# ---- block 1 ----
Block 1, the metal 2 layer:
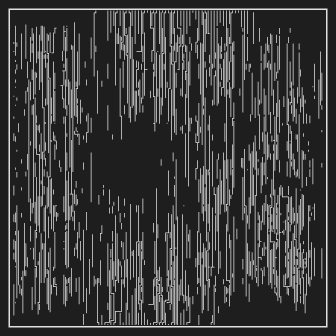

--- src/rtl/arb_rr_lock_reg.sv ---
// Round-robin arbiter that never interleaves multi-beat packets and feeds a one-entry output register slice.
// One cycle latency, one beat per cycle. Under downstream backpressure the slice holds and no requester is accepted.
module arb_rr_lock_reg #(
  parameter int  WIDTH     = 4,
  parameter int  PLD_WIDTH = 32,
  localparam int ID_W      = (WIDTH > 1) ? $clog2(WIDTH) : 1
) (
  input  logic                 clk,
  input  logic                 rst_n,
  input  logic [WIDTH-1:0]     v_vld_s,
  output logic [WIDTH-1:0]     v_rdy_s,
  input  logic [PLD_WIDTH-1:0] v_pld_s [WIDTH],
  input  logic [WIDTH-1:0]     v_last_s,
  output logic                 vld_m,
  input  logic                 rdy_m,
  output logic [PLD_WIDTH-1:0] pld_m,
  output logic                 last_m,
  output logic [ID_W-1:0]      gnt_id_m
);

  typedef enum logic {UNLOCK, LOCK} state_t;

  state_t          state;
  logic [ID_W-1:0] ptr;
  logic [ID_W-1:0] lock_id;
  logic [ID_W-1:0] winner;
  logic [ID_W-1:0] sel;
  logic [ID_W-1:0] sel_inc;
  logic            found;
  logic            load;
  logic            xfer;

  // Gating with rst_n keeps every requester un-accepted while reset is held.
  assign load = rst_n & (~vld_m | rdy_m);

  // Rotating priority search starting at ptr, wrapping at WIDTH (not 2**ID_W).
  always_comb begin
    int idx;
    idx    = 0;
    found  = 1'b0;
    winner = '0;
    for (int k = 0; k < WIDTH; k++) begin
      idx = int'(ptr) + k;
      if (idx >= WIDTH) idx = idx - WIDTH;
      if (!found && v_vld_s[idx]) begin
        found  = 1'b1;
        winner = ID_W'(idx);
      end
    end
  end

  assign sel     = (state == LOCK) ? lock_id : winner;
  assign sel_inc = (sel == ID_W'(WIDTH - 1)) ? '0 : sel + 1'b1;

  // While locked the owner keeps the channel even when it idles.
  always_comb begin
    v_rdy_s = '0;
    if (load) begin
      if (state == LOCK) begin
        v_rdy_s[lock_id] = 1'b1;
      end else if (found) begin
        v_rdy_s[winner] = 1'b1;
      end
    end
  end

  assign xfer = |(v_vld_s & v_rdy_s);

  always_ff @(posedge clk or negedge rst_n) begin
    if (!rst_n) begin
      vld_m    <= 1'b0;
      pld_m    <= '0;
      last_m   <= 1'b0;
      gnt_id_m <= '0;
      ptr      <= '0;
      lock_id  <= '0;
      state    <= UNLOCK;
    end else if (load) begin
      vld_m <= xfer;
      if (xfer) begin
        pld_m    <= v_pld_s[sel];
        last_m   <= v_last_s[sel];
        gnt_id_m <= sel;
        if (v_last_s[sel]) begin
          state <= UNLOCK;
          ptr   <= sel_inc;
        end else begin
          state   <= LOCK;
          lock_id <= sel;
        end
      end
    end
  end

endmodule

--- config.mk ---
export PLATFORM = sky130hd
export DESIGN_NAME = arb_rr_lock_reg
export DESIGN_NICKNAME = d
export VERILOG_FILES = /design/src/rtl/arb_rr_lock_reg.sv
export SDC_FILE = /design/constraint.sdc
export NUM_CORES = 1
export LEC_CHECK = 0
export CAP_MARGIN = 25
export CORE_UTILIZATION = 34
export CTS_CLUSTER_DIAMETER = 80
export DETAILED_ROUTE_END_ITERATION = 16
export PLACE_DENSITY = 0.85
export SKIP_LAST_GASP = 1
export SYNTH_ARGS = -nofsm -noshare
export SYNTH_HDL_FRONTEND = slang
export SYNTH_SLANG_ARGS = --single-unit
--- constraint.sdc ---
create_clock -name clk -period 2.15 [get_ports clk]
set_input_delay 0.645 -clock clk [delete_from_list [all_inputs] [get_ports clk]]
set_output_delay 0.645 -clock clk [all_outputs]
set_load 0.01 [all_outputs]
# ---- block 2 ----
--- src/rtl/seg_scan_decoder.sv ---
// Purpose: decodes a sampled, multiplexed, active-low 7-segment bus back to per-position digit values.
// Latency: pins stable from edge t -> upd_stb/err_stb high in cycle t+STABLE_CNT+2, one cycle wide.
// Backpressure: none; a passive observer that never stalls the bus it samples. Build option: SEG_HEX_DECODE_EN.
module seg_scan_decoder #(
    parameter int NUM_DIGITS = 4,
    parameter int STABLE_CNT = 3
) (
    input  logic                      clk,
    input  logic                      rst_n,
    input  logic [7:0]                seg_pins,
    input  logic [NUM_DIGITS-1:0]     an_n,
    output logic [4*NUM_DIGITS-1:0]   digit_out,
    output logic [NUM_DIGITS-1:0]     dp_out,
    output logic [NUM_DIGITS-1:0]     digit_valid,
    output logic                      upd_stb,
    output logic                      err_stb,
    output logic [2:0]                err_idx
);

    localparam int CW = (STABLE_CNT < 1) ? 1 : $clog2(STABLE_CNT + 1);
    localparam logic [CW-1:0] CNT_MAX = CW'(STABLE_CNT);
    localparam logic [CW-1:0] CNT_ONE = CW'(1);

    typedef enum logic [1:0] {
        IDLE  = 2'd0,
        TRACK = 2'd1,
        HELD  = 2'd2
    } state_t;

    state_t state, state_nx;
    logic [CW-1:0] cnt, cnt_nx;

    logic [7:0]            seg_s1, seg_s2, prev_seg;
    logic [NUM_DIGITS-1:0] an_s1, an_s2, prev_an;

    logic       sample_chg;
    logic       sample_legal;
    logic       commit;
    logic [4:0] dec;
    logic       dp_new;
    logic [2:0] pos_idx;
    logic [3:0] cur_digit;
    logic       cur_dp;
    logic       cur_valid;
    logic       shows_change;

    // Exactly one anode driven low; zero or several low is idle or ghosting.
    function automatic logic onehot_low(input logic [NUM_DIGITS-1:0] a);
        int n;
        n = 0;
        for (int i = 0; i < NUM_DIGITS; i++) begin
            if (!a[i]) n = n + 1;
        end
        return (n == 1);
    endfunction

    // Returns {legal, value}; blank is legal and reads back as 4'hF.
    function automatic logic [4:0] decode7(input logic [6:0] s);
        logic [4:0] r;
        case (s)
            7'h40:   r = 5'h10;
            7'h79:   r = 5'h11;
            7'h24:   r = 5'h12;
            7'h30:   r = 5'h13;
            7'h19:   r = 5'h14;
            7'h12:   r = 5'h15;
            7'h02:   r = 5'h16;
            7'h78:   r = 5'h17;
            7'h00:   r = 5'h18;
            7'h10:   r = 5'h19;
            7'h7F:   r = 5'h1F;
`ifdef SEG_HEX_DECODE_EN
            7'h08:   r = 5'h1A;
            7'h03:   r = 5'h1B;
            7'h46:   r = 5'h1C;
            7'h21:   r = 5'h1D;
            7'h06:   r = 5'h1E;
            7'h0E:   r = 5'h1F;
`endif
            default: r = 5'h0F;
        endcase
        return r;
    endfunction

    // Two-flop synchronizer plus a copy of the previous synced sample for change detection.
    always_ff @(posedge clk or negedge rst_n) begin
        if (!rst_n) begin
            seg_s1   <= '1;
            seg_s2   <= '1;
            an_s1    <= '1;
            an_s2    <= '1;
            prev_seg <= '1;
            prev_an  <= '1;
        end else begin
            seg_s1   <= seg_pins;
            seg_s2   <= seg_s1;
            an_s1    <= an_n;
            an_s2    <= an_s1;
            prev_seg <= seg_s2;
            prev_an  <= an_s2;
        end
    end

    assign sample_chg   = ({an_s2, seg_s2} != {prev_an, prev_seg});
    assign sample_legal = onehot_low(an_s2);

    // The committed pattern is the one held in prev_* (the value that stayed stable).
    assign dec    = decode7(prev_seg[6:0]);
    assign dp_new = ~prev_seg[7];

    // Locate the active position and fetch what is currently stored there.
    always_comb begin
        pos_idx   = '0;
        cur_digit = 4'hF;
        cur_dp    = 1'b0;
        cur_valid = 1'b0;
        for (int i = 0; i < NUM_DIGITS; i++) begin
            if (!prev_an[i]) begin
                pos_idx   = 3'(i);
                cur_digit = digit_out[4*i +: 4];
                cur_dp    = dp_out[i];
                cur_valid = digit_valid[i];
            end
        end
    end

    assign shows_change = !cur_valid || (cur_digit != dec[3:0]) || (cur_dp != dp_new);

    // State and dwell-counter register.
    always_ff @(posedge clk or negedge rst_n) begin
        if (!rst_n) begin
            state <= IDLE;
            cnt   <= '0;
        end else begin
            state <= state_nx;
            cnt   <= cnt_nx;
        end
    end

    // Qualification FSM: count identical samples, commit once per dwell.
    always_comb begin
        state_nx = state;
        cnt_nx   = cnt;
        commit   = 1'b0;
        case (state)
            IDLE: begin
                cnt_nx = '0;
                if (sample_legal) begin
                    state_nx = TRACK;
                    cnt_nx   = CNT_ONE;
                end
            end
            TRACK: begin
                if (cnt == CNT_MAX) begin
                    commit = 1'b1;
                    if (!sample_chg) begin
                        state_nx = HELD;
                    end else if (sample_legal) begin
                        cnt_nx = CNT_ONE;
                    end else begin
                        state_nx = IDLE;
                        cnt_nx   = '0;
                    end
                end else if (sample_chg) begin
                    if (sample_legal) begin
                        cnt_nx = CNT_ONE;
                    end else begin
                        state_nx = IDLE;
                        cnt_nx   = '0;
                    end
                end else begin
                    cnt_nx = cnt + CNT_ONE;
                end
            end
            HELD: begin
                if (sample_chg) begin
                    if (sample_legal) begin
                        state_nx = TRACK;
                        cnt_nx   = CNT_ONE;
                    end else begin
                        state_nx = IDLE;
                        cnt_nx   = '0;
                    end
                end
            end
            default: begin
                state_nx = IDLE;
                cnt_nx   = '0;
            end
        endcase
    end

    // Commit into the per-position store and raise the matching strobe for one cycle.
    always_ff @(posedge clk or negedge rst_n) begin
        if (!rst_n) begin
            digit_out   <= '1;
            dp_out      <= '0;
            digit_valid <= '0;
            upd_stb     <= 1'b0;
            err_stb     <= 1'b0;
            err_idx     <= '0;
        end else begin
            upd_stb <= 1'b0;
            err_stb <= 1'b0;
            if (commit) begin
                if (dec[4]) begin
                    upd_stb <= shows_change;
                    for (int i = 0; i < NUM_DIGITS; i++) begin
                        if (!prev_an[i]) begin
                            digit_out[4*i +: 4] <= dec[3:0];
                            dp_out[i]           <= dp_new;
                            digit_valid[i]      <= 1'b1;
                        end
                    end
                end else begin
                    err_stb <= 1'b1;
                    err_idx <= pos_idx;
                    for (int i = 0; i < NUM_DIGITS; i++) begin
                        if (!prev_an[i]) digit_valid[i] <= 1'b0;
                    end
                end
            end
        end
    end

endmodule
--- config.mk ---
export PLATFORM = sky130hd
export DESIGN_NAME = seg_scan_decoder
export DESIGN_NICKNAME = d
export VERILOG_FILES = /design/src/rtl/seg_scan_decoder.sv
export SDC_FILE = /design/constraint.sdc
export NUM_CORES = 1
export LEC_CHECK = 0
export CELL_PAD_IN_SITES_DETAIL_PLACEMENT = 1
export CELL_PAD_IN_SITES_GLOBAL_PLACEMENT = 1
export CORE_ASPECT_RATIO = 0.75
export CORE_MARGIN = 2
export CORE_UTILIZATION = 47
export DETAILED_ROUTE_END_ITERATION = 8
export GPL_TIMING_DRIVEN = 0
export MAX_ROUTING_LAYER = met4
export PLACE_DENSITY = 0.95
export SLEW_MARGIN = 20
export SYNTH_ARGS = -nofsm -noshare
export SYNTH_HDL_FRONTEND = slang
export SYNTH_SLANG_ARGS = --single-unit
--- constraint.sdc ---
create_clock -name clk -period 3.6 [get_ports clk]
set_input_delay 0.54 -clock clk [delete_from_list [all_inputs] [get_ports clk]]
set_output_delay 0.54 -clock clk [all_outputs]
set_load 0.005 [all_outputs]
# ---- block 3 ----
`src/rtl/lcd_pkg.sv`:
```
// rtl/lcd_pkg.sv - shared types and constants for the HD44780-style LCD sequencer
//
// Purpose: state encoding, init command list, clear/home codes and DDRAM
//          line base addresses used by lcd_sequencer.
// Ports:   none (package).

package lcd_pkg;

  typedef enum logic [3:0] {
    PWR_WAIT,
    INIT_SEND,
    INIT_WAIT,
    CLR_WAIT,
    IDLE,
    SEND,
    WAIT_DONE,
    WRAP_SEND,
    WRAP_WAIT
  } state_t;

  // Init list: function set, display on, entry mode, clear (in that order).
  localparam logic [7:0] CMD_FUNC_SET = 8'h38;
  localparam logic [7:0] CMD_DISP_ON  = 8'h0C;
  localparam logic [7:0] CMD_ENTRY    = 8'h06;
  localparam logic [7:0] CMD_CLEAR    = 8'h01;
  localparam logic [7:0] CMD_HOME     = 8'h02;

  localparam logic [7:0] ADDR_LINE0   = 8'h80;
  localparam logic [7:0] ADDR_LINE1   = 8'hC0;

  localparam int INIT_LEN = 4;

  function automatic logic [7:0] init_cmd(input logic [1:0] idx);
    case (idx)
      2'd0:    init_cmd = CMD_FUNC_SET;
      2'd1:    init_cmd = CMD_DISP_ON;
      2'd2:    init_cmd = CMD_ENTRY;
      default: init_cmd = CMD_CLEAR;
    endcase
  endfunction

  // Clear and home both need the long settle time on the panel.
  function automatic logic is_clr_home(input logic [7:0] cmd);
    is_clr_home = (cmd == CMD_CLEAR) || (cmd == CMD_HOME);
  endfunction

endpackage

```
`src/rtl/lcd_delay_timer.sv`:
```
// rtl/lcd_delay_timer.sv - cycle delay timer shared by power-up and clear waits
//
// Purpose: counts cycles since the last load (or since reset); o_expired is
//          high in the i_len-th cycle of the window (i_len >= 1).
// Ports:   clk, rst      - clock, asynchronous active-high reset
//          i_load        - restart the window; next cycle is window cycle 1
//          i_len[17:0]   - window length in cycles
//          o_expired     - high during the last cycle of the window

module lcd_delay_timer (
  input  logic        clk,
  input  logic        rst,
  input  logic        i_load,
  input  logic [17:0] i_len,
  output logic        o_expired
);

  logic [17:0] r_cnt;

  // Reset leaves the counter at 0 so the power-up window starts on release
  // without needing an explicit load. Saturates so it never re-fires.
  always_ff @(posedge clk or posedge rst) begin
    if (rst) begin
      r_cnt <= '0;
    end else if (i_load) begin
      r_cnt <= '0;
    end else if (r_cnt != '1) begin
      r_cnt <= r_cnt + 18'd1;
    end
  end

  assign o_expired = (r_cnt == (i_len - 18'd1));

endmodule

```
`src/rtl/lcd_sequencer.sv`:
```
// rtl/lcd_sequencer.sv - LCD power-up/init sequencer with host write path and cursor tracking
//
// Purpose: waits PWRUP_CYC after reset, sends the init list, then accepts host
//          command/character bytes, forwarding each to a byte transmitter and
//          issuing a line-address command when a character fills a line.
// Ports:   clk, rst                 - clock, asynchronous active-high reset
//          wr_valid/wr_ready        - host request handshake
//          wr_cd, wr_data[7:0]      - host byte (0 = command, 1 = character)
//          tx_start                 - one-cycle start pulse to the transmitter
//          tx_data[7:0], tx_cd      - byte and flag, held until tx_done
//          tx_done                  - transmitter completion tick
//          init_done                - init sequence complete (sticky until reset)

module lcd_sequencer
  import lcd_pkg::*;
#(
  parameter int PWRUP_CYC = 200000,
  parameter int CLR_CYC   = 20000,
  parameter int COLS      = 16
) (
  input  logic       clk,
  input  logic       rst,
  input  logic       wr_valid,
  output logic       wr_ready,
  input  logic       wr_cd,
  input  logic [7:0] wr_data,
  output logic       tx_start,
  output logic [7:0] tx_data,
  output logic       tx_cd,
  input  logic       tx_done,
  output logic       init_done
);

  localparam int               CW          = (COLS > 1) ? $clog2(COLS) : 1;
  localparam logic [CW-1:0]    LP_COL_LAST = CW'(COLS - 1);
  localparam logic [17:0]      LP_PWR_LEN  = 18'(PWRUP_CYC);
  localparam logic [17:0]      LP_CLR_LEN  = 18'(CLR_CYC);
  localparam logic [1:0]       LP_IDX_LAST = 2'(INIT_LEN - 1);

  state_t          r_state;
  logic [1:0]      r_idx;
  logic            r_tx_start;
  logic [7:0]      r_tx_data;
  logic            r_tx_cd;
  logic            r_wr_ready;
  logic            r_init_done;
  logic            r_line;
  logic [CW-1:0]   r_col;

  logic            w_expired;
  logic            w_clr_done;
  logic [17:0]     w_tmr_len;

  // A clear/home command finishing restarts the timer so that CLR_WAIT
  // begins at window cycle 1 on the very next edge.
  assign w_clr_done = tx_done && !r_tx_cd && is_clr_home(r_tx_data) &&
                      ((r_state == INIT_WAIT) || (r_state == WAIT_DONE));

  assign w_tmr_len  = (r_state == PWR_WAIT) ? LP_PWR_LEN : LP_CLR_LEN;

  lcd_delay_timer u_timer (
    .clk       (clk),
    .rst       (rst),
    .i_load    (w_clr_done),
    .i_len     (w_tmr_len),
    .o_expired (w_expired)
  );

  always_ff @(posedge clk or posedge rst) begin
    if (rst) begin
      r_state     <= PWR_WAIT;
      r_idx       <= '0;
      r_tx_start  <= 1'b0;
      r_tx_data   <= 8'h00;
      r_tx_cd     <= 1'b0;
      r_wr_ready  <= 1'b0;
      r_init_done <= 1'b0;
      r_line      <= 1'b0;
      r_col       <= '0;
    end else begin
      r_tx_start <= 1'b0;
      case (r_state)
        PWR_WAIT: begin
          if (w_expired) begin
            r_tx_data  <= init_cmd(2'd0);
            r_tx_cd    <= 1'b0;
            r_tx_start <= 1'b1;
            r_state    <= INIT_SEND;
          end
        end

        INIT_SEND: r_state <= INIT_WAIT;

        INIT_WAIT: begin
          if (tx_done) begin
            // The list ends with a clear, so CLR_WAIT hands over to IDLE.
            if (w_clr_done) begin
              r_state <= CLR_WAIT;
            end else if (r_idx == LP_IDX_LAST) begin
              r_state     <= IDLE;
              r_wr_ready  <= 1'b1;
              r_init_done <= 1'b1;
            end else begin
              r_idx      <= r_idx + 2'd1;
              r_tx_data  <= init_cmd(r_idx + 2'd1);
              r_tx_start <= 1'b1;
              r_state    <= INIT_SEND;
            end
          end
        end

        CLR_WAIT: begin
          if (w_expired) begin
            r_state     <= IDLE;
            r_wr_ready  <= 1'b1;
            r_init_done <= 1'b1;
          end
        end

        IDLE: begin
          if (wr_valid && r_wr_ready) begin
            r_wr_ready <= 1'b0;
            r_tx_data  <= wr_data;
            r_tx_cd    <= wr_cd;
            r_tx_start <= 1'b1;
            r_state    <= SEND;
          end
        end

        SEND: r_state <= WAIT_DONE;

        WAIT_DONE: begin
          if (tx_done) begin
            if (r_tx_cd) begin
              if (r_col == LP_COL_LAST) begin
                // Line full: move to column 0 of the other line.
                r_col      <= '0;
                r_line     <= ~r_line;
                r_tx_data  <= r_line ? ADDR_LINE0 : ADDR_LINE1;
                r_tx_cd    <= 1'b0;
                r_tx_start <= 1'b1;
                r_state    <= WRAP_SEND;
              end else begin
                r_col      <= r_col + CW'(1);
                r_wr_ready <= 1'b1;
                r_state    <= IDLE;
              end
            end else if (w_clr_done) begin
              r_line  <= 1'b0;
              r_col   <= '0;
              r_state <= CLR_WAIT;
            end else begin
              // Set-DDRAM-address command: bit6 selects line, low nibble column.
              if (r_tx_data[7]) begin
                r_line <= r_tx_data[6];
                r_col  <= CW'(r_tx_data[3:0]);
              end
              r_wr_ready <= 1'b1;
              r_state    <= IDLE;
            end
          end
        end

        WRAP_SEND: r_state <= WRAP_WAIT;

        WRAP_WAIT: begin
          if (tx_done) begin
            r_wr_ready <= 1'b1;
            r_state    <= IDLE;
          end
        end

        default: r_state <= PWR_WAIT;
      endcase
    end
  end

  assign wr_ready  = r_wr_ready;
  assign tx_start  = r_tx_start;
  assign tx_data   = r_tx_data;
  assign tx_cd     = r_tx_cd;
  assign init_done = r_init_done;

endmodule

```
`config.mk`:
```
export PLATFORM = sky130hd
export DESIGN_NAME = lcd_sequencer
export DESIGN_NICKNAME = d
export VERILOG_FILES = /design/src/rtl/lcd_pkg.sv /design/src/rtl/lcd_delay_timer.sv /design/src/rtl/lcd_sequencer.sv
export SDC_FILE = /design/constraint.sdc
export NUM_CORES = 1
export LEC_CHECK = 0
export ABC_AREA = 1
export CAP_MARGIN = 10
export CORE_ASPECT_RATIO = 1.2
export CORE_UTILIZATION = 30
export DETAILED_ROUTE_END_ITERATION = 8
export GPL_ROUTABILITY_DRIVEN = 0
export MAX_ROUTING_LAYER = met4
export PLACE_DENSITY_LB_ADDON = 0.25
export SYNTH_ARGS = -nofsm -noshare
export SYNTH_HDL_FRONTEND = slang
export SYNTH_SLANG_ARGS = --single-unit
```
`constraint.sdc`:
```
create_clock -name clk -period 2 [get_ports clk]
set_input_delay 0.4 -clock clk [delete_from_list [all_inputs] [get_ports clk]]
set_output_delay 0.4 -clock clk [all_outputs]
set_load 0.005 [all_outputs]
```

## Gallery

Placement density heat map.
panel A
The bar under the picture is 20 um long. The die is cut into 9 by 11 equal tiles; black is low, pale yellow is high, 0 to 100% covered.
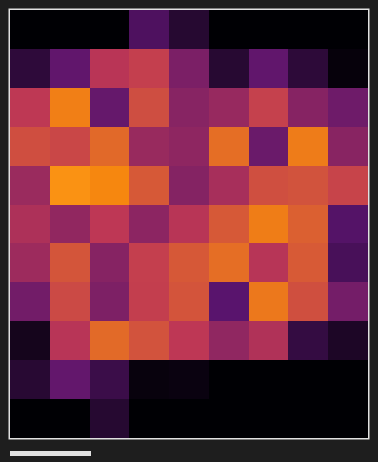
panel B
The bar under the picture is 20 um long. The die is cut into 10 by 7 equal tiles; black is low, pale yellow is high, 0 to 100% covered.
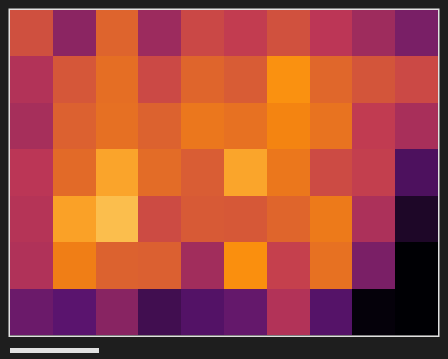
panel C
The bar under the picture is 20 um long. The die is cut into 10 by 10 equal tiles; black is low, pale yellow is high, 0 to 100% covered.
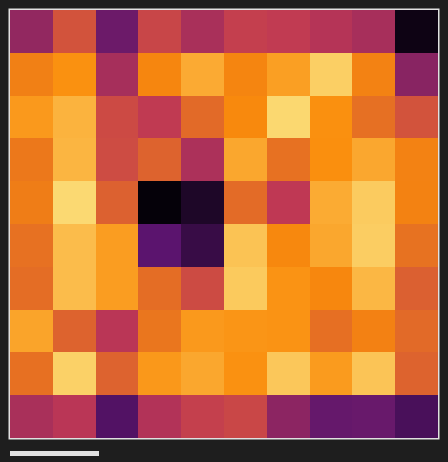
- block 2 = panel B
- block 3 = panel A
- block 1 = panel C
Of these, smallest die: panel B
Of these, lowest utilization: panel A

Block 1, wiring heat map:
The bar under the picture is 20 um long. The die is cut into 19 by 19 equal tiles; black is low, pale yellow is high, scaled to the fullest tile. Values are wire area over tile area, all layers added.
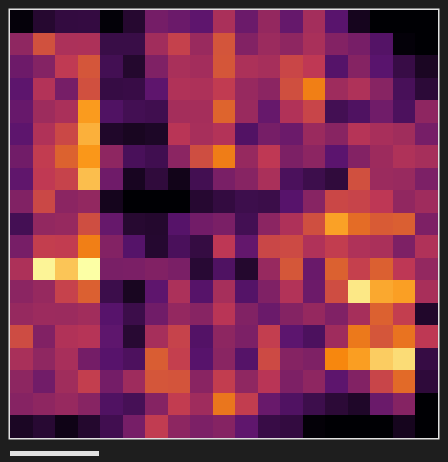
fullest tile: 0.56
nearly empty tiles: 4.4%
densest ninth of the die: east
tiles over half the peak: 23%
mean over tiles: 0.21

Block 1, track usage over the die:
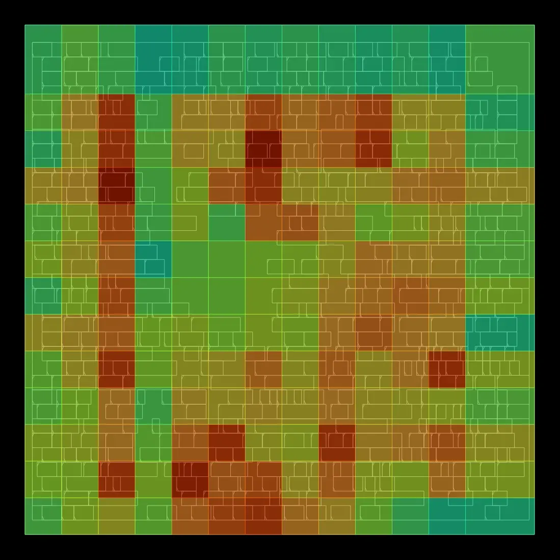
met1 Use GR: 28.28%
Total GRT Usage: 24.51%
busiest grt layer: met2
GR Layer Usage met2: 45.48%
grt met3 use: 4.739%

About 'the metal 2 layer' of block 1:
main direction: vertical
longest straight run: 38.4 um
nets with wire on the layer: 596
share of all routed wire: 52%

==> results_slide.txt, block 1 <==
Flow Results at a Glance

Setup path
  – Worst r2r path cells: 10
  – Critical Path Fanout Max: 5
  – R2R Path End: pld_m[3]
  – Crit Path Class: in2out
  – Crit path buffers/inverters: 2
  – Crit path cell chain: buf_2 -> mux2i_1 -> and2_4 -> or3_4 -> a32oi_1 -> nor2_1 -> buf_2

Route
  – 1st-pass router iterations: 4
  – Metal-1 WL: between 4000 and 5000 um
  – Initial DRC Count: 73

Power and ir drop
  – Total chip power: around 0.0081 W
  – Combinational cell power: approximately 0.006 W
  – Internal power: 0.004667 W

Yosys
  – AO/OA Area Share: 33.28%
  – Yosys warns: 0
  – Mapped Cells: about 340
  – Async set-reset flop share out of synthesis: 100.0%
  – Adder Share, Synth: 0%

Clock tree
  – Clock slew at reported path FFs: roughly 0.080 ns
  – Sink Count: 41
  – CTS buffer count: 5
  – Latest clock arrival within the worst-skew pair: 0.29 ns

Final timing
  – Setup TNS: -6.721 ns
  – Final setup fails: 42
  – Post-layout min period: 2.471 ns
  – Worst setup margin: -0.3207 ns
  – RSZ-0062 raised after global routing: true
  – Tcrit/Tclk final: 114.9%

Final layout
  – Share of cells above drive strength 1: 33.46%
  – Final Non-Filler Cells: ~650
  – Logic share of the area: about 37%
  – Area grow syn2layout: 99.71%
  – Largest cell class: non-clock buffers

Placement
  – Dpl hpwl: 7293 um

Run status
  – Status: complete, but fails checks
  – Violated checks: negative setup slack

Run
  – Max cap viols: 0

GRT
  – Number of global-route vias before repair: 3481

Die
  – Cell Rows: 33
==> block 1: state kept, by name (all words and copies together), names as in the netlist <==
name	cells
pld_m	32
gnt_id_m	2
lock_id	2
ptr	2
last_m	1
state	1
vld_m	1
==> block 1: worst min-delay path by stage <==
| stage | from | to | slack (ns) | cells after the start |
|---|---|---|---|---|
| after floorplan | rst_n | gnt_id_m[0] | 0.35 | 0 |
| after global placement | pld_m[5] | pld_m[5] | 0.46 | 2 |
| after detailed placement | pld_m[18] | pld_m[18] | 0.47 | 2 |
| after CTS | rst_n | pld_m[16] | 0.48 | 2 |
| after global routing | pld_m[1] | pld_m[1] | 0.50 | 2 |
| final | rst_n | pld_m[16] | 0.46 | 2 |
==> block 1: Yosys cell counts, types with 3 or more instances <==
cell type,count,area share [%]
clkbuf_1,13,1.6
dfrtp_1,41,34
o21ai_0,7,1.2
o31ai_1,32,8.0
nor2b_1,65,14
nor2_1,8,1.0
inv_1,8,1.0
mux2i_1,3,1.0
buf_2,8,1.3
a211oi_1,62,16
nand2_1,38,4.8
a211oi_2,5,2.1
a32oi_1,3,0.88
buf_6,8,3.0
a21oi_1,5,0.84
Block 3, the metal 2 layer:
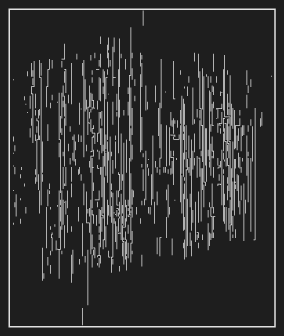
nets with wire on the layer: 351
wire length on this layer: 3210 um
main direction: vertical
share of all routed wire: 47%

Block 3, track usage over the die:
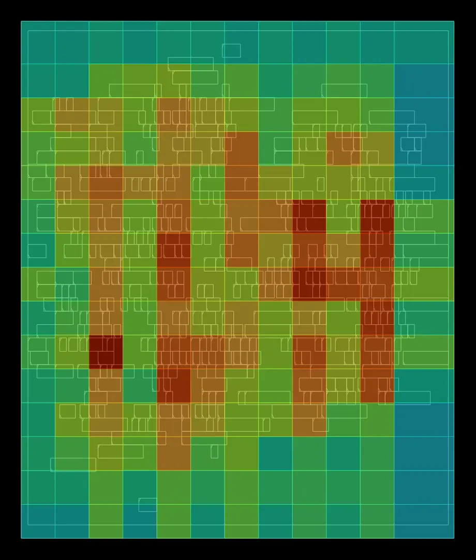
final core occ: 37.75%
busiest grt layer: met2
met1 Use GR: 20.87%
grt met3 use: 3.054%
GR Layer Usage met2: 27.35%

==> results_slide.txt, block 3 <==
Flow Results at a Glance

Final layout
  – Bufs w/o clock: 36
  – ANT cells: 0
  – Sequential cell area: just over 1000 um^2
  – Nets: 441
  – Largest cell class: multi-input combinational cells
  – Fin area: 3251 um^2
  – Inverter count: 47
  – Logic share of the area: roughly 45%

Route
  – Post-DR wirelength/cell: roughly 13 um
  – Initial DRC Count: roughly 100
  – Top layer in use: met4
  – Vias post-DR: 2571

Power and ir drop
  – Internal power: 0.001260 W
  – Combinational cell power: 0.0000498 W
  – P_sw: 0.0003365 W
  – Seq group: a little over 0.0008 W
  – Total chip power: about 0.0016 W
  – Leakage Power: 1.568 nW
  – Clock share of power: around 45%

GRT
  – Initial antenna violation count: 0

Clock tree
  – H-tree lvl count: 2
  – Clock slew at reported path FFs: roughly 0.080 ns

Run status
  – Status: complete, no violations

Final timing
  – Slew margin rel.: 77.14%
  – Clk_skew: 0.003108 ns
  – Final setup fails: 0
  – Maximum clock rate: between 500 and 600 MHz
  – Tcrit/Tclk final: 93.42%
  – Worst setup margin: approximately 0.13 ns
  – Final Hold Vio Count: 0

Placement
  – Setup slack at placement: -0.02969 ns

Setup path
  – Worst EP arrival: 2.11 ns
  – Crit path depth: 11
  – R2R Setup Slk: 0.13 ns
  – Crit-path most repeated cell: nand2_1
  – Crit path buffers/inverters: 0
  – Required @ worst endpoint: 2.24 ns
  – Slowest-stage cell, CP: dfrtp_1

Yosys
  – Nets at Floorplan: ~400
  – Synth area leader: dfrtp_1
  – Register share after synthesis: 38.46%
  – Flops out of synthesis: 41
  – Cell Type Count: 30

Die
  – Die Y: 105.3 um
  – Core area: 8611 um^2
  – Cell Rows: 37
  – Die area: 9274 um^2

Run
  – Max cap viols: 0
==> block 3: cell families (layout without fill, tap and decap cells) <==
kind of cell               Yosys count  in the layout  synth area share, %
DFF                                 41             41                38.46
buffers and inverters               49             91                7.223
adders and majority gates            6              6                2.814
xor gates and xnor gates             5              5                1.642
AOI/OAI and AO/OA                   50             50                11.30
and+or+nand+nor                    230            230                38.56
==> block 3: cell usage in the layout (no fill, tap or decap), types with 10 or more instances in the layout <==
cell             netlist  final
dfrtp_1               41     41
nand2_1              114    113
clkdlybuf4s50_1        0     24
buf_4                  0     12
nor2_1                46     46
nand3_1               40     40
inv_1                 40     39
o21ai_0               19     19
a21oi_1               10     10
==> block 3: timing repair <==
item / 4_1_cts / 5_1_grt
hold buffers: 0 / 0
gates resized: 0 / 1
setup endpoints to repair: 0 / 2
==> block 3: synthesized netlist by cell type (6+ instances only) <==
cell / count
inv_2: 7
o21ai_0: 19
a21oi_1: 10
o21ai_2: 8
nand4_1: 8
dfrtp_1: 41
nor2_1: 46
nand2_1: 114
inv_1: 40
ha_1: 6
nand3_1: 40
Block 2, wiring heat map:
The bar under the picture is 20 um long. The die is cut into 19 by 15 equal tiles; black is low, pale yellow is high, scaled to the fullest tile. Values are wire area over tile area, all layers added.
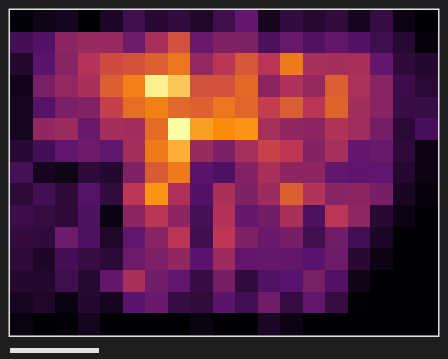
mean over tiles: 0.18
tiles over half the peak: 13%
nearly empty tiles: 11%

==> results_slide.txt, block 2 <==
Flow Results at a Glance

Clock tree
  – Latest clock arrival within the worst-skew pair: 0.36 ns
  – CTS Buffer Depth: 2
  – CTS tree: done

Setup path
  – Last element of the critical path: upd_stb
  – Crit path cell chain: buf_1 -> nand2b_1 -> o22ai_1 -> a21oi_1 -> xor2_1 -> nor4_1 -> a31oi_1
  – R2R Setup Slk: a little over 1 ns
  – Slowest-stage cell, CP: dfstp_2
  – Worst EP arrival: 2.82 ns
  – Crit path buffers/inverters: 1
  – Worst r2r path cells: 7
  – Critical Path Fanout Max: 10

Final timing
  – Setup TNS: 0 ns
  – Tcrit/Tclk final: 71.95%

Power and ir drop
  – Pwr dens: approximately 430 nW/um^2
  – Gate power share: around 7.9%
  – Clock share of power: 40.3%
  – Pwr top: sequential cells

Yosys
  – Area leader share: a little under half
  – Avg Cell Area, Syn: 12.44 um^2
  – Nets at Floorplan: 260
  – Biggest area cells: dfstp_2 45%, dfrtp_1 13%, xor2_1 4.7%

Route
  – Residual DRC count: 0
  – 1st-pass router iterations: 4

Placement
  – Dpl hpwl: between 5000 and 6000 um

Final layout
  – Sequential cell area: 1767 um^2
  – Inverter count: 13
  – Clock buffer count: 10

Die
  – FP Util: roughly half

Run status
  – Status: complete, no violations

Hold path
  – Worst hold path class: reg2reg
-- block 2: timing repair --
item	in CTS	in global routing
hold buffers	1	0
resized	0	0
hold endpoints to repair	3	0
-- block 2: how the worst min path moves through the flow --
| stage | start | endpoint |
|---|---|---|
| global placement | seg_s1[0] | seg_s2[0] |
| detailed placement | seg_s1[2] | seg_s2[2] |
| finish | an_s1[2] | an_s2[2] |
| CTS | an_s1[2] | an_s2[2] |
| floorplan | rst_n | cnt[0] |
| global route | an_s1[2] | an_s2[2] |
-- block 2: flip-flops by register name, summed over array words and instances, names as in the netlist --
name         cells
an_s1            4
an_s2            4
cnt              2
digit_out       16
digit_valid      4
dp_out           4
err_idx          2
err_stb          1
prev_an          4
prev_seg         8
seg_s1           8
seg_s2           8
state            2
upd_stb          1
-- block 2: cell families after synthesis --
| logic type | share of synthesized area (%) |
|---|---|
| compound gates | 13.96 |
| xor+xnor | 6.107 |
| fa+ha+maj | 1.994 |
| buf+inv | 2.908 |
| flops | 58.66 |
| mux | 5.193 |
| other cells | 0.1245 |
| simple gates | 11.05 |
-- block 2: metal layers --
layer	vias to the layer above	track usage (%)
met5	-	-
met1	1120	32.75
met2	72	44.44
li1	958	-
met3	14	7.385
met4	0	9.703

# ---- block 4 ----
Block 4, track usage over the die:
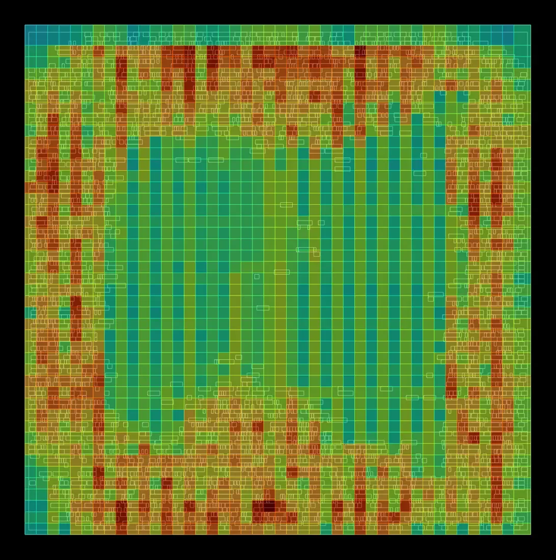

$ cat config.mk
export PLATFORM = sky130hd
export DESIGN_NAME = chdr_channel_demux
export DESIGN_NICKNAME = d
export VERILOG_FILES = /design/src/rtl/aurora_pkg.sv /design/src/rtl/axis_pipe_reg.sv /design/src/rtl/chdr_channel_demux.sv
export SDC_FILE = /design/constraint.sdc
export NUM_CORES = 1
export LEC_CHECK = 0
export ABC_AREA = 1
export CAP_MARGIN = 20
export CORE_AREA = 2 2 305 307
export CTS_CLUSTER_SIZE = 28
export DETAILED_ROUTE_END_ITERATION = 8
export DIE_AREA = 0 0 307 309
export SYNTH_ARGS = -nofsm -noshare
export SYNTH_HDL_FRONTEND = slang
export SYNTH_SLANG_ARGS = --single-unit
$ cat constraint.sdc
create_clock -name clk -period 2.96 [get_ports clk]
set_clock_uncertainty 0.15 [all_clocks]
set_input_delay 0.444 -clock clk [delete_from_list [all_inputs] [get_ports clk]]
set_output_delay 0.444 -clock clk [all_outputs]
set_load 0.02 [all_outputs]
$ cat src/rtl/aurora_pkg.sv
`default_nettype none
// +----------------------------------------------------------------------+
// | aurora_pkg : CHDR header field helpers and demux FSM state encoding  |
// | Revision   : 1.0                                                     |
// +----------------------------------------------------------------------+
package aurora_pkg;

  localparam int DSTEPID_LSB = 0;
  localparam int DSTEPID_W   = 16;

  typedef enum logic [1:0] {
    ST_HEAD = 2'd0,
    ST_PASS = 2'd1,
    ST_DROP = 2'd2
  } demux_state_t;

  function automatic logic [DSTEPID_W-1:0] chdr_get_dst_epid(input logic [63:0] hdr);
    return hdr[DSTEPID_LSB +: DSTEPID_W];
  endfunction

endpackage
`default_nettype wire

$ cat src/rtl/axis_pipe_reg.sv
`default_nettype none
// +----------------------------------------------------------------------+
// | axis_pipe_reg : one-entry AXIS register slice, loads when free or    |
// |                 when the held beat leaves in the same cycle          |
// | Revision      : 1.0                                                  |
// +----------------------------------------------------------------------+
module axis_pipe_reg #(
  parameter int DATA_W = 64
) (
  input  logic              clk,
  input  logic              rst_n,
  input  logic              i_load,
  input  logic [DATA_W-1:0] i_data,
  input  logic              i_last,
  input  logic              i_ready,
  output logic [DATA_W-1:0] o_data,
  output logic              o_last,
  output logic              o_valid,
  output logic              o_can_load
);

  logic [DATA_W-1:0] r_data;
  logic              r_last;
  logic              r_valid;

  assign o_can_load = !r_valid || i_ready;
  assign o_data     = r_data;
  assign o_last     = r_last;
  assign o_valid    = r_valid;

  always_ff @(posedge clk or negedge rst_n) begin
    if (!rst_n) begin
      r_data  <= '0;
      r_last  <= 1'b0;
      r_valid <= 1'b0;
    end else if (i_load) begin
      r_data  <= i_data;
      r_last  <= i_last;
      r_valid <= 1'b1;
    end else if (i_ready) begin
      r_valid <= 1'b0;
    end
  end

endmodule
`default_nettype wire

$ cat src/rtl/chdr_channel_demux.sv
`default_nettype none
// +----------------------------------------------------------------------+
// | chdr_channel_demux : routes CHDR packets to per-channel streams by   |
// |                      DstEPID - CHANNEL_OFFSET, drops out-of-range    |
// | Revision           : 1.0                                             |
// +----------------------------------------------------------------------+
module chdr_channel_demux
  import aurora_pkg::*;
#(
  parameter int NUM_PORTS      = 2,
  parameter int CHDR_W         = 256,
  parameter int CHANNEL_OFFSET = 0,
  parameter int DROP_CNT_W     = 16
) (
  input  logic                        clk,
  input  logic                        rst_n,
  input  logic [CHDR_W-1:0]           in_tdata,
  input  logic                        in_tvalid,
  input  logic                        in_tlast,
  output logic                        in_tready,
  output logic [NUM_PORTS*CHDR_W-1:0] out_tdata,
  output logic [NUM_PORTS-1:0]        out_tvalid,
  output logic [NUM_PORTS-1:0]        out_tlast,
  input  logic [NUM_PORTS-1:0]        out_tready,
  output logic [DROP_CNT_W-1:0]       drop_count
);

  localparam int c_SEL_W = 5;

  demux_state_t          r_state;
  logic [c_SEL_W-1:0]    r_sel;
  logic [DROP_CNT_W-1:0] r_drop_count;

  logic [DSTEPID_W-1:0]  w_dst;
  logic [DSTEPID_W-1:0]  w_chan;
  logic                  w_hdr_ok;
  logic                  w_hdr_can;
  logic                  w_sel_can;
  logic                  w_hs;
  logic [NUM_PORTS-1:0]  w_can_load;
  logic [NUM_PORTS-1:0]  w_load;

  // Unsigned 16-bit subtraction: EPIDs below the offset wrap to large values and drop.
  assign w_dst    = chdr_get_dst_epid(in_tdata[63:0]);
  assign w_chan   = w_dst - DSTEPID_W'(CHANNEL_OFFSET);
  assign w_hdr_ok = (w_chan < DSTEPID_W'(NUM_PORTS));

  always_comb begin
    w_hdr_can = 1'b0;
    w_sel_can = 1'b0;
    for (int p = 0; p < NUM_PORTS; p++) begin
      if (w_chan == DSTEPID_W'(p)) w_hdr_can = w_can_load[p];
      if (r_sel == c_SEL_W'(p))    w_sel_can = w_can_load[p];
    end
  end

  always_comb begin
    in_tready = 1'b0;
    case (r_state)
      ST_HEAD: in_tready = w_hdr_ok ? w_hdr_can : 1'b1;
      ST_PASS: in_tready = w_sel_can;
      ST_DROP: in_tready = 1'b1;
      default: in_tready = 1'b0;
    endcase
  end

  assign w_hs = in_tvalid && in_tready;

  always_comb begin
    w_load = '0;
    for (int p = 0; p < NUM_PORTS; p++) begin
      w_load[p] = w_hs &&
                  (((r_state == ST_HEAD) && w_hdr_ok && (w_chan == DSTEPID_W'(p))) ||
                   ((r_state == ST_PASS) && (r_sel == c_SEL_W'(p))));
    end
  end

  always_ff @(posedge clk or negedge rst_n) begin
    if (!rst_n) begin
      r_state      <= ST_HEAD;
      r_sel        <= '0;
      r_drop_count <= '0;
    end else if (w_hs) begin
      case (r_state)
        ST_HEAD: begin
          if (w_hdr_ok) begin
            r_sel   <= w_chan[c_SEL_W-1:0];
            r_state <= in_tlast ? ST_HEAD : ST_PASS;
          end else begin
            if (r_drop_count != '1) r_drop_count <= r_drop_count + 1'b1;
            r_state <= in_tlast ? ST_HEAD : ST_DROP;
          end
        end
        ST_PASS: if (in_tlast) r_state <= ST_HEAD;
        ST_DROP: if (in_tlast) r_state <= ST_HEAD;
        default: r_state <= ST_HEAD;
      endcase
    end
  end

  assign drop_count = r_drop_count;

  generate
    for (genvar p = 0; p < NUM_PORTS; p++) begin : g_port
      axis_pipe_reg #(
        .DATA_W (CHDR_W)
      ) u_reg (
        .clk        (clk),
        .rst_n      (rst_n),
        .i_load     (w_load[p]),
        .i_data     (in_tdata),
        .i_last     (in_tlast),
        .i_ready    (out_tready[p]),
        .o_data     (out_tdata[p*CHDR_W +: CHDR_W]),
        .o_last     (out_tlast[p]),
        .o_valid    (out_tvalid[p]),
        .o_can_load (w_can_load[p])
      );
    end
  endgenerate

endmodule
`default_nettype wire

# ---- block 5 ----
--- src/rtl/multiplier.sv ---
// Packed fixed-point multiplier: {mantissa, scale} x {mantissa, scale} -> {mantissa, scale}.
// Exact product, then scale clamp, minimal range normalisation and saturation; one registered stage.
module multiplier #(
  parameter int DATA_W  = 16,
  parameter int SCALE_W = 3
) (
  input  logic              clk,
  input  logic              rst,
  input  logic [DATA_W-1:0] first_operand,
  input  logic [DATA_W-1:0] second_operand,
  output logic [DATA_W-1:0] out
);

  localparam int MANT_W   = DATA_W - SCALE_W;
  localparam int PROD_W   = 2 * MANT_W;
  localparam int MAX_S    = (1 << SCALE_W) - 1;
  localparam int MANT_MAX = (1 << (MANT_W - 1)) - 1;
  localparam int MANT_MIN = -(1 << (MANT_W - 1));

  localparam logic signed [PROD_W-1:0] P_MAX = PROD_W'(MANT_MAX);
  localparam logic signed [PROD_W-1:0] P_MIN = PROD_W'(MANT_MIN);

  localparam logic [SCALE_W:0] SP_MAX = (SCALE_W + 1)'(MAX_S);

  logic signed [MANT_W-1:0]  ma, mb;
  logic        [SCALE_W-1:0] sa, sb;
  logic signed [PROD_W-1:0]  p_full, p1, p2, trial;
  logic        [SCALE_W:0]   sp;
  logic        [SCALE_W-1:0] sp1, sp2;
  logic                      found;
  logic signed [MANT_W-1:0]  mant;
  logic        [SCALE_W-1:0] scale;

  always_comb begin
    // NOTE: every variable gets a default first so no path leaves one unassigned (no latch).
    ma     = $signed(first_operand[DATA_W-1:SCALE_W]);
    mb     = $signed(second_operand[DATA_W-1:SCALE_W]);
    sa     = first_operand[SCALE_W-1:0];
    sb     = second_operand[SCALE_W-1:0];
    p_full = PROD_W'(ma) * PROD_W'(mb);
    sp     = {1'b0, sa} + {1'b0, sb};
    p1     = p_full;
    sp1    = sp[SCALE_W-1:0];
    p2     = '0;
    sp2    = '0;
    trial  = '0;
    found  = 1'b0;
    mant   = '0;
    scale  = '0;

    // Scale beyond the field: fold the excess into an arithmetic (floor) shift.
    if (sp > SP_MAX) begin
      p1  = p_full >>> (sp - SP_MAX);
      sp1 = SCALE_W'(MAX_S);
    end

    // Smallest shift that brings the product into mantissa range without going below scale 0.
    for (int k = 0; k <= MAX_S; k++) begin
      if (!found && k <= int'(sp1)) begin
        trial = p1 >>> k;
        if (trial >= P_MIN && trial <= P_MAX) begin
          found = 1'b1;
          p2    = trial;
          sp2   = sp1 - SCALE_W'(k);
        end
      end
    end

    if (found) begin
      mant  = MANT_W'(p2);
      scale = sp2;
    end else begin
      mant  = p1[PROD_W-1] ? {1'b1, {(MANT_W-1){1'b0}}} : {1'b0, {(MANT_W-1){1'b1}}};
      scale = '0;
    end
  end

  always_ff @(posedge clk) begin
    // NOTE: non-blocking assignment for registered state avoids simulation ordering races.
    if (rst) out <= '0;
    else     out <= {mant, scale};
  end

endmodule

--- config.mk ---
export PLATFORM = sky130hd
export DESIGN_NAME = multiplier
export DESIGN_NICKNAME = d
export VERILOG_FILES = /design/src/rtl/multiplier.sv
export SDC_FILE = /design/constraint.sdc
export NUM_CORES = 1
export LEC_CHECK = 0
export ABC_AREA = 1
export CORE_UTILIZATION = 49
export DETAILED_ROUTE_END_ITERATION = 7
export PLACE_DENSITY = 0.76
export REMOVE_ABC_BUFFERS = 1
export SYNTH_ARGS = -nofsm -noshare
export SYNTH_HDL_FRONTEND = slang
export SYNTH_SLANG_ARGS = --single-unit
--- constraint.sdc ---
create_clock -name clk -period 10.9 [get_ports clk]
set_input_delay 3.27 -clock clk [delete_from_list [all_inputs] [get_ports clk]]
set_output_delay 3.27 -clock clk [all_outputs]
set_load 0.02 [all_outputs]
Block 4, the metal 2 layer:
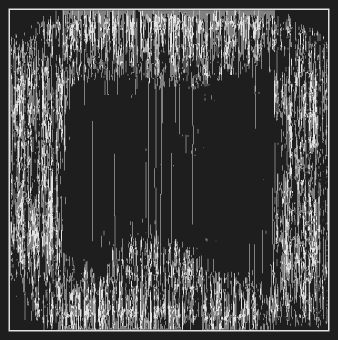
longest straight run: 151 um
nets with wire on the layer: 2875

Block 4, wiring heat map:
The bar under the picture is 100 um long. The die is cut into 31 by 31 equal tiles; black is low, pale yellow is high, scaled to the fullest tile. Values are wire area over tile area, all layers added.
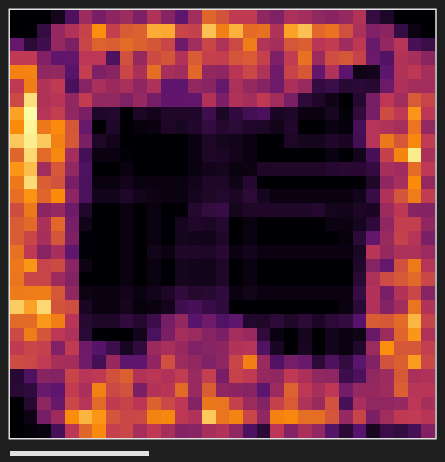
tiles over half the peak: 25%
mean over tiles: 0.16
fullest tile: 0.52

## Picture notes: 'track usage over the die' of block 4
post-DR wirelength/cell: 20.01 um
met1 Use GR: 23.05%
busiest grt layer: met2
final core occ: 38.73%
GR Layer Usage met2: 30.46%

==> results_slide.txt, block 4 <==
Flow Results at a Glance

Yosys
  – Mux cell area share: 0%
  – Commonest flop: dfrtp_1
  – Yosys xor share: 0.5402%
  – Synth area leader: dfrtp_1
  – Avg Cell Area, Syn: 9.015 um^2
  – Mapped Cells: 2518
  – Yosys chip area: 22700 um^2

Route
  – Routed WL: 91420 um
  – 1st-pass router iterations: 5
  – Residual DRC count: 0

Placement
  – Routability Congestion: 0.8522
  – Buffers added on ports: 794

GRT
  – Largest net degree at the start of global routing: 107
  – Congestion Overflow GR: 0
  – First-pass GRT wire length: 136400 um

Setup path
  – Crit. Startpoint: r_state[1]
  – Last element of the critical path: in_tready
  – Crit path depth: 8
  – R2R Path End: g_port[0].u_reg.o_data[217]
  – Worst r2r path cells: 11
  – R2R Setup Slk: 0.25 ns
  – Crit path capture type: primary output

Die
  – FP Util: 24.84%
  – Io pins: 795

Clock tree
  – CTS Buffer Depth: 3

Final timing
  – Setup TNS: 0 ns
  – Slew Limit Fails: 0
  – Worst setup margin: 0.1703 ns
  – Final setup fails: 0

Run status
  – Status: complete, no violations
==> block 4: layout by cell type (no fill, tap or decap) <==
cell type        synthesis  layout
o21ai_2                  3       1
xnor2_1                  5       5
nand3b_1                 1       1
nand4_4                  0       2
nand3_1                 14      14
buf_12                   0      52
o21ai_4                  0       2
buf_8                    0       2
clkinv_4                 0       2
nand3_2                  1       1
clkinv_2                 0      14
dlygate4sd3_1            0       1
inv_1                   28      28
a21oi_4                  0       1
nor3b_4                  0       1
nand2_1               1098    1098
clkbuf_16                0      61
xor2_1                   9       9
clkbuf_8                 0       7
nand4_1                537     537
inv_6                    0       2
nor3_1                   4       4
or2_1                    1       1
clkbuf_1                84       5
o21ai_0                  2       2
nor2_1                  28      28
clkinvlp_4               0       5
nor2_2                   2       2
buf_4                   22     142
ha_1                     5       5
clkdlybuf4s50_1          0     791
dfrtp_1                539     539
diode_2                  0       3
bufinv_16                0      14
inv_8                    0       1
==> block 4: registers in the layout, indices dropped and copies added, names as in the netlist <==
register,count
g_port.u_reg.o_data,512
r_state,2
r_sel,5
drop_count,16
g_port.u_reg.o_valid,2
g_port.u_reg.o_last,2
Block 5, track usage over the die:
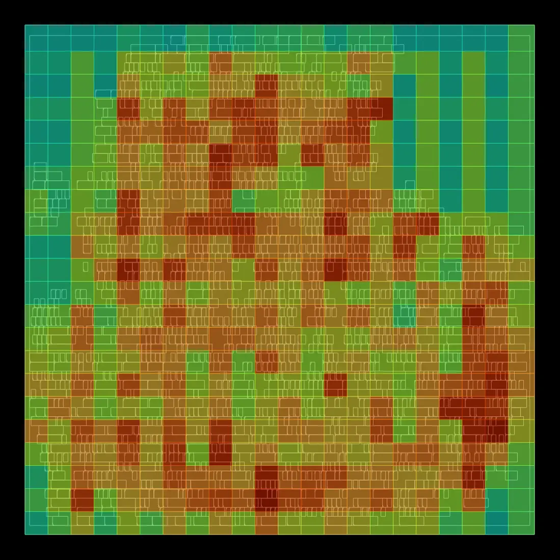
final core occ: 57.95%
grt met3 use: 2.304%
post-DR wirelength/cell: 13.78 um

==> results_slide.txt, block 5 <==
Flow Results at a Glance

Placement
  – Placed inst area: between 10000 and 15000 um^2
  – Dpl hpwl: 25060 um

Yosys
  – Post-Synth Simple-Gate Area: 36.85%
  – Top cells by count, synth: 498 x nand2_1, 401 x inv_1, 192 x nand3_1, 163 x fa_1, 129 x nor2_1
  – Flops out of synthesis: 16
  – Synth area leader: fa_1
  – Async set-reset flop share out of synthesis: 0%
  – Mux cell area share: 0.08986%
  – Adder Share, Synth: 38.28%

Route
  – Metal-1 WL: 13300 um
  – 1st-pass router iterations: 5

Final timing
  – Setup TNS: 0 ns
  – RSZ-0062 raised after global routing: true
  – Slew margin rel.: 33.50%
  – Worst setup margin: 0.4516 ns

Die
  – FP Util: 50.57%
  – Die W: 152.8 um
  – Io pins: 50

Clock tree
  – Root Buffer: clkbuf_16
  – Clock slew at reported path FFs: about 0.050 ns
  – CTS Buffer Depth: 2
  – Post-CTS sizing: 0

Run status
  – Status: complete, no violations

Final layout
  – ANT cells: 0
  – Share of cells above drive strength 1: a little under an eighth

GRT
  – Initial antenna violation count: 0

Setup path
  – Setup crit start kind: primary input
-- block 5: cell type report --
cell class | instances | area, um^2
fill | 2161 | 9263
multi-input combinational | 1259 | 9075
inverter | 423 | 1590
timing repair buffer | 145 | 1339
tap | 280 | 350.3
sequential | 16 | 320.3
clock buffer | 4 | 88.84
-- block 5: layout by cell type (no fill, tap or decap), types with 7 or more instances in the layout --
master / count
inv_2: 20
nand4_1: 22
nand3_1: 186
nand2_1: 496
buf_4: 88
buf_12: 8
nand3_2: 14
nor2_2: 13
fa_1: 163
clkdlybuf4s50_1: 38
inv_1: 401
ha_1: 76
o21ai_1: 12
nand2_2: 26
o21ai_0: 35
nor2_4: 7
dfxtp_1: 16
a21oi_1: 17
nor2_1: 123
dlymetal6s2s_1: 11
-- block 5: worst max-delay path: cells and delay by family --
kind                     cells  cell delay [ns]
buffers and inverters        8             0.98
AND/OR/NAND/NOR             23             2.72
adder cells (fa/ha/maj)      7             3.46
AND-OR/OR-AND                1             0.18
-- block 5: path summary, 6_finish.rpt --
path,startpoint,end,slack (ns)
worst max-delay path,second_operand[15],out[12],0.45
worst min-delay path,rst,out[15],3.59

==> screenshots <==
M1 wires.
image #1
The bar under the picture is 100 um long.
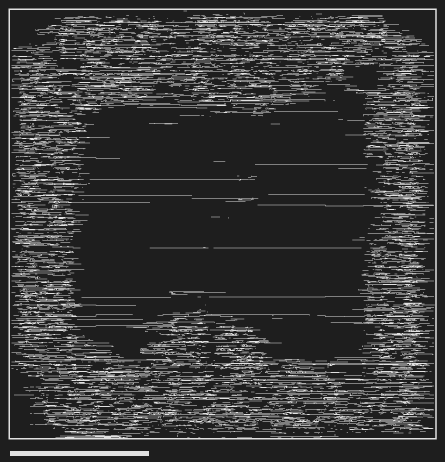
image #2
The bar under the picture is 50 um long.
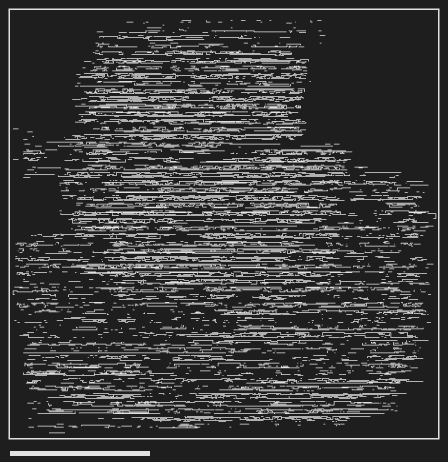
image #2 -> block 5
image #1 -> block 4
Of these, largest die: image #1

Key to image #2:
wire length on this layer: 13300 um
main direction: horizontal



==> layout pictures side by side <==
M1 wires.
The bar under the picture is 20 um long.
(a)
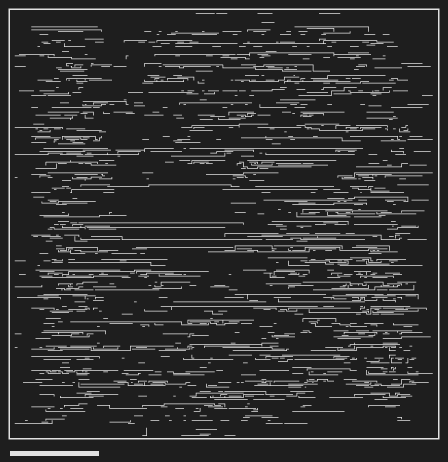
(b)
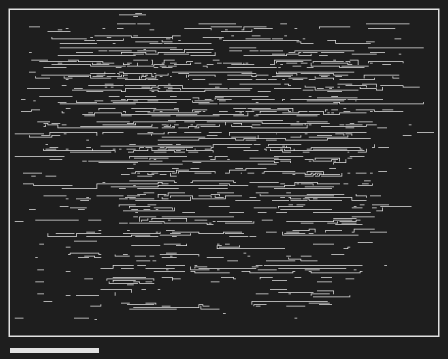
(c)
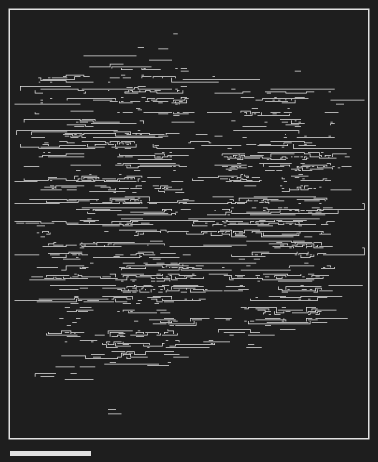
Of these, smallest die: (b)
- block 2 = (b)
- block 3 = (c)
- block 1 = (a)

Key to (c):
share of all routed wire: 47%
wire length on this layer: 3260 um

No activity file was given, so power comes from the tool's default toggle rates.
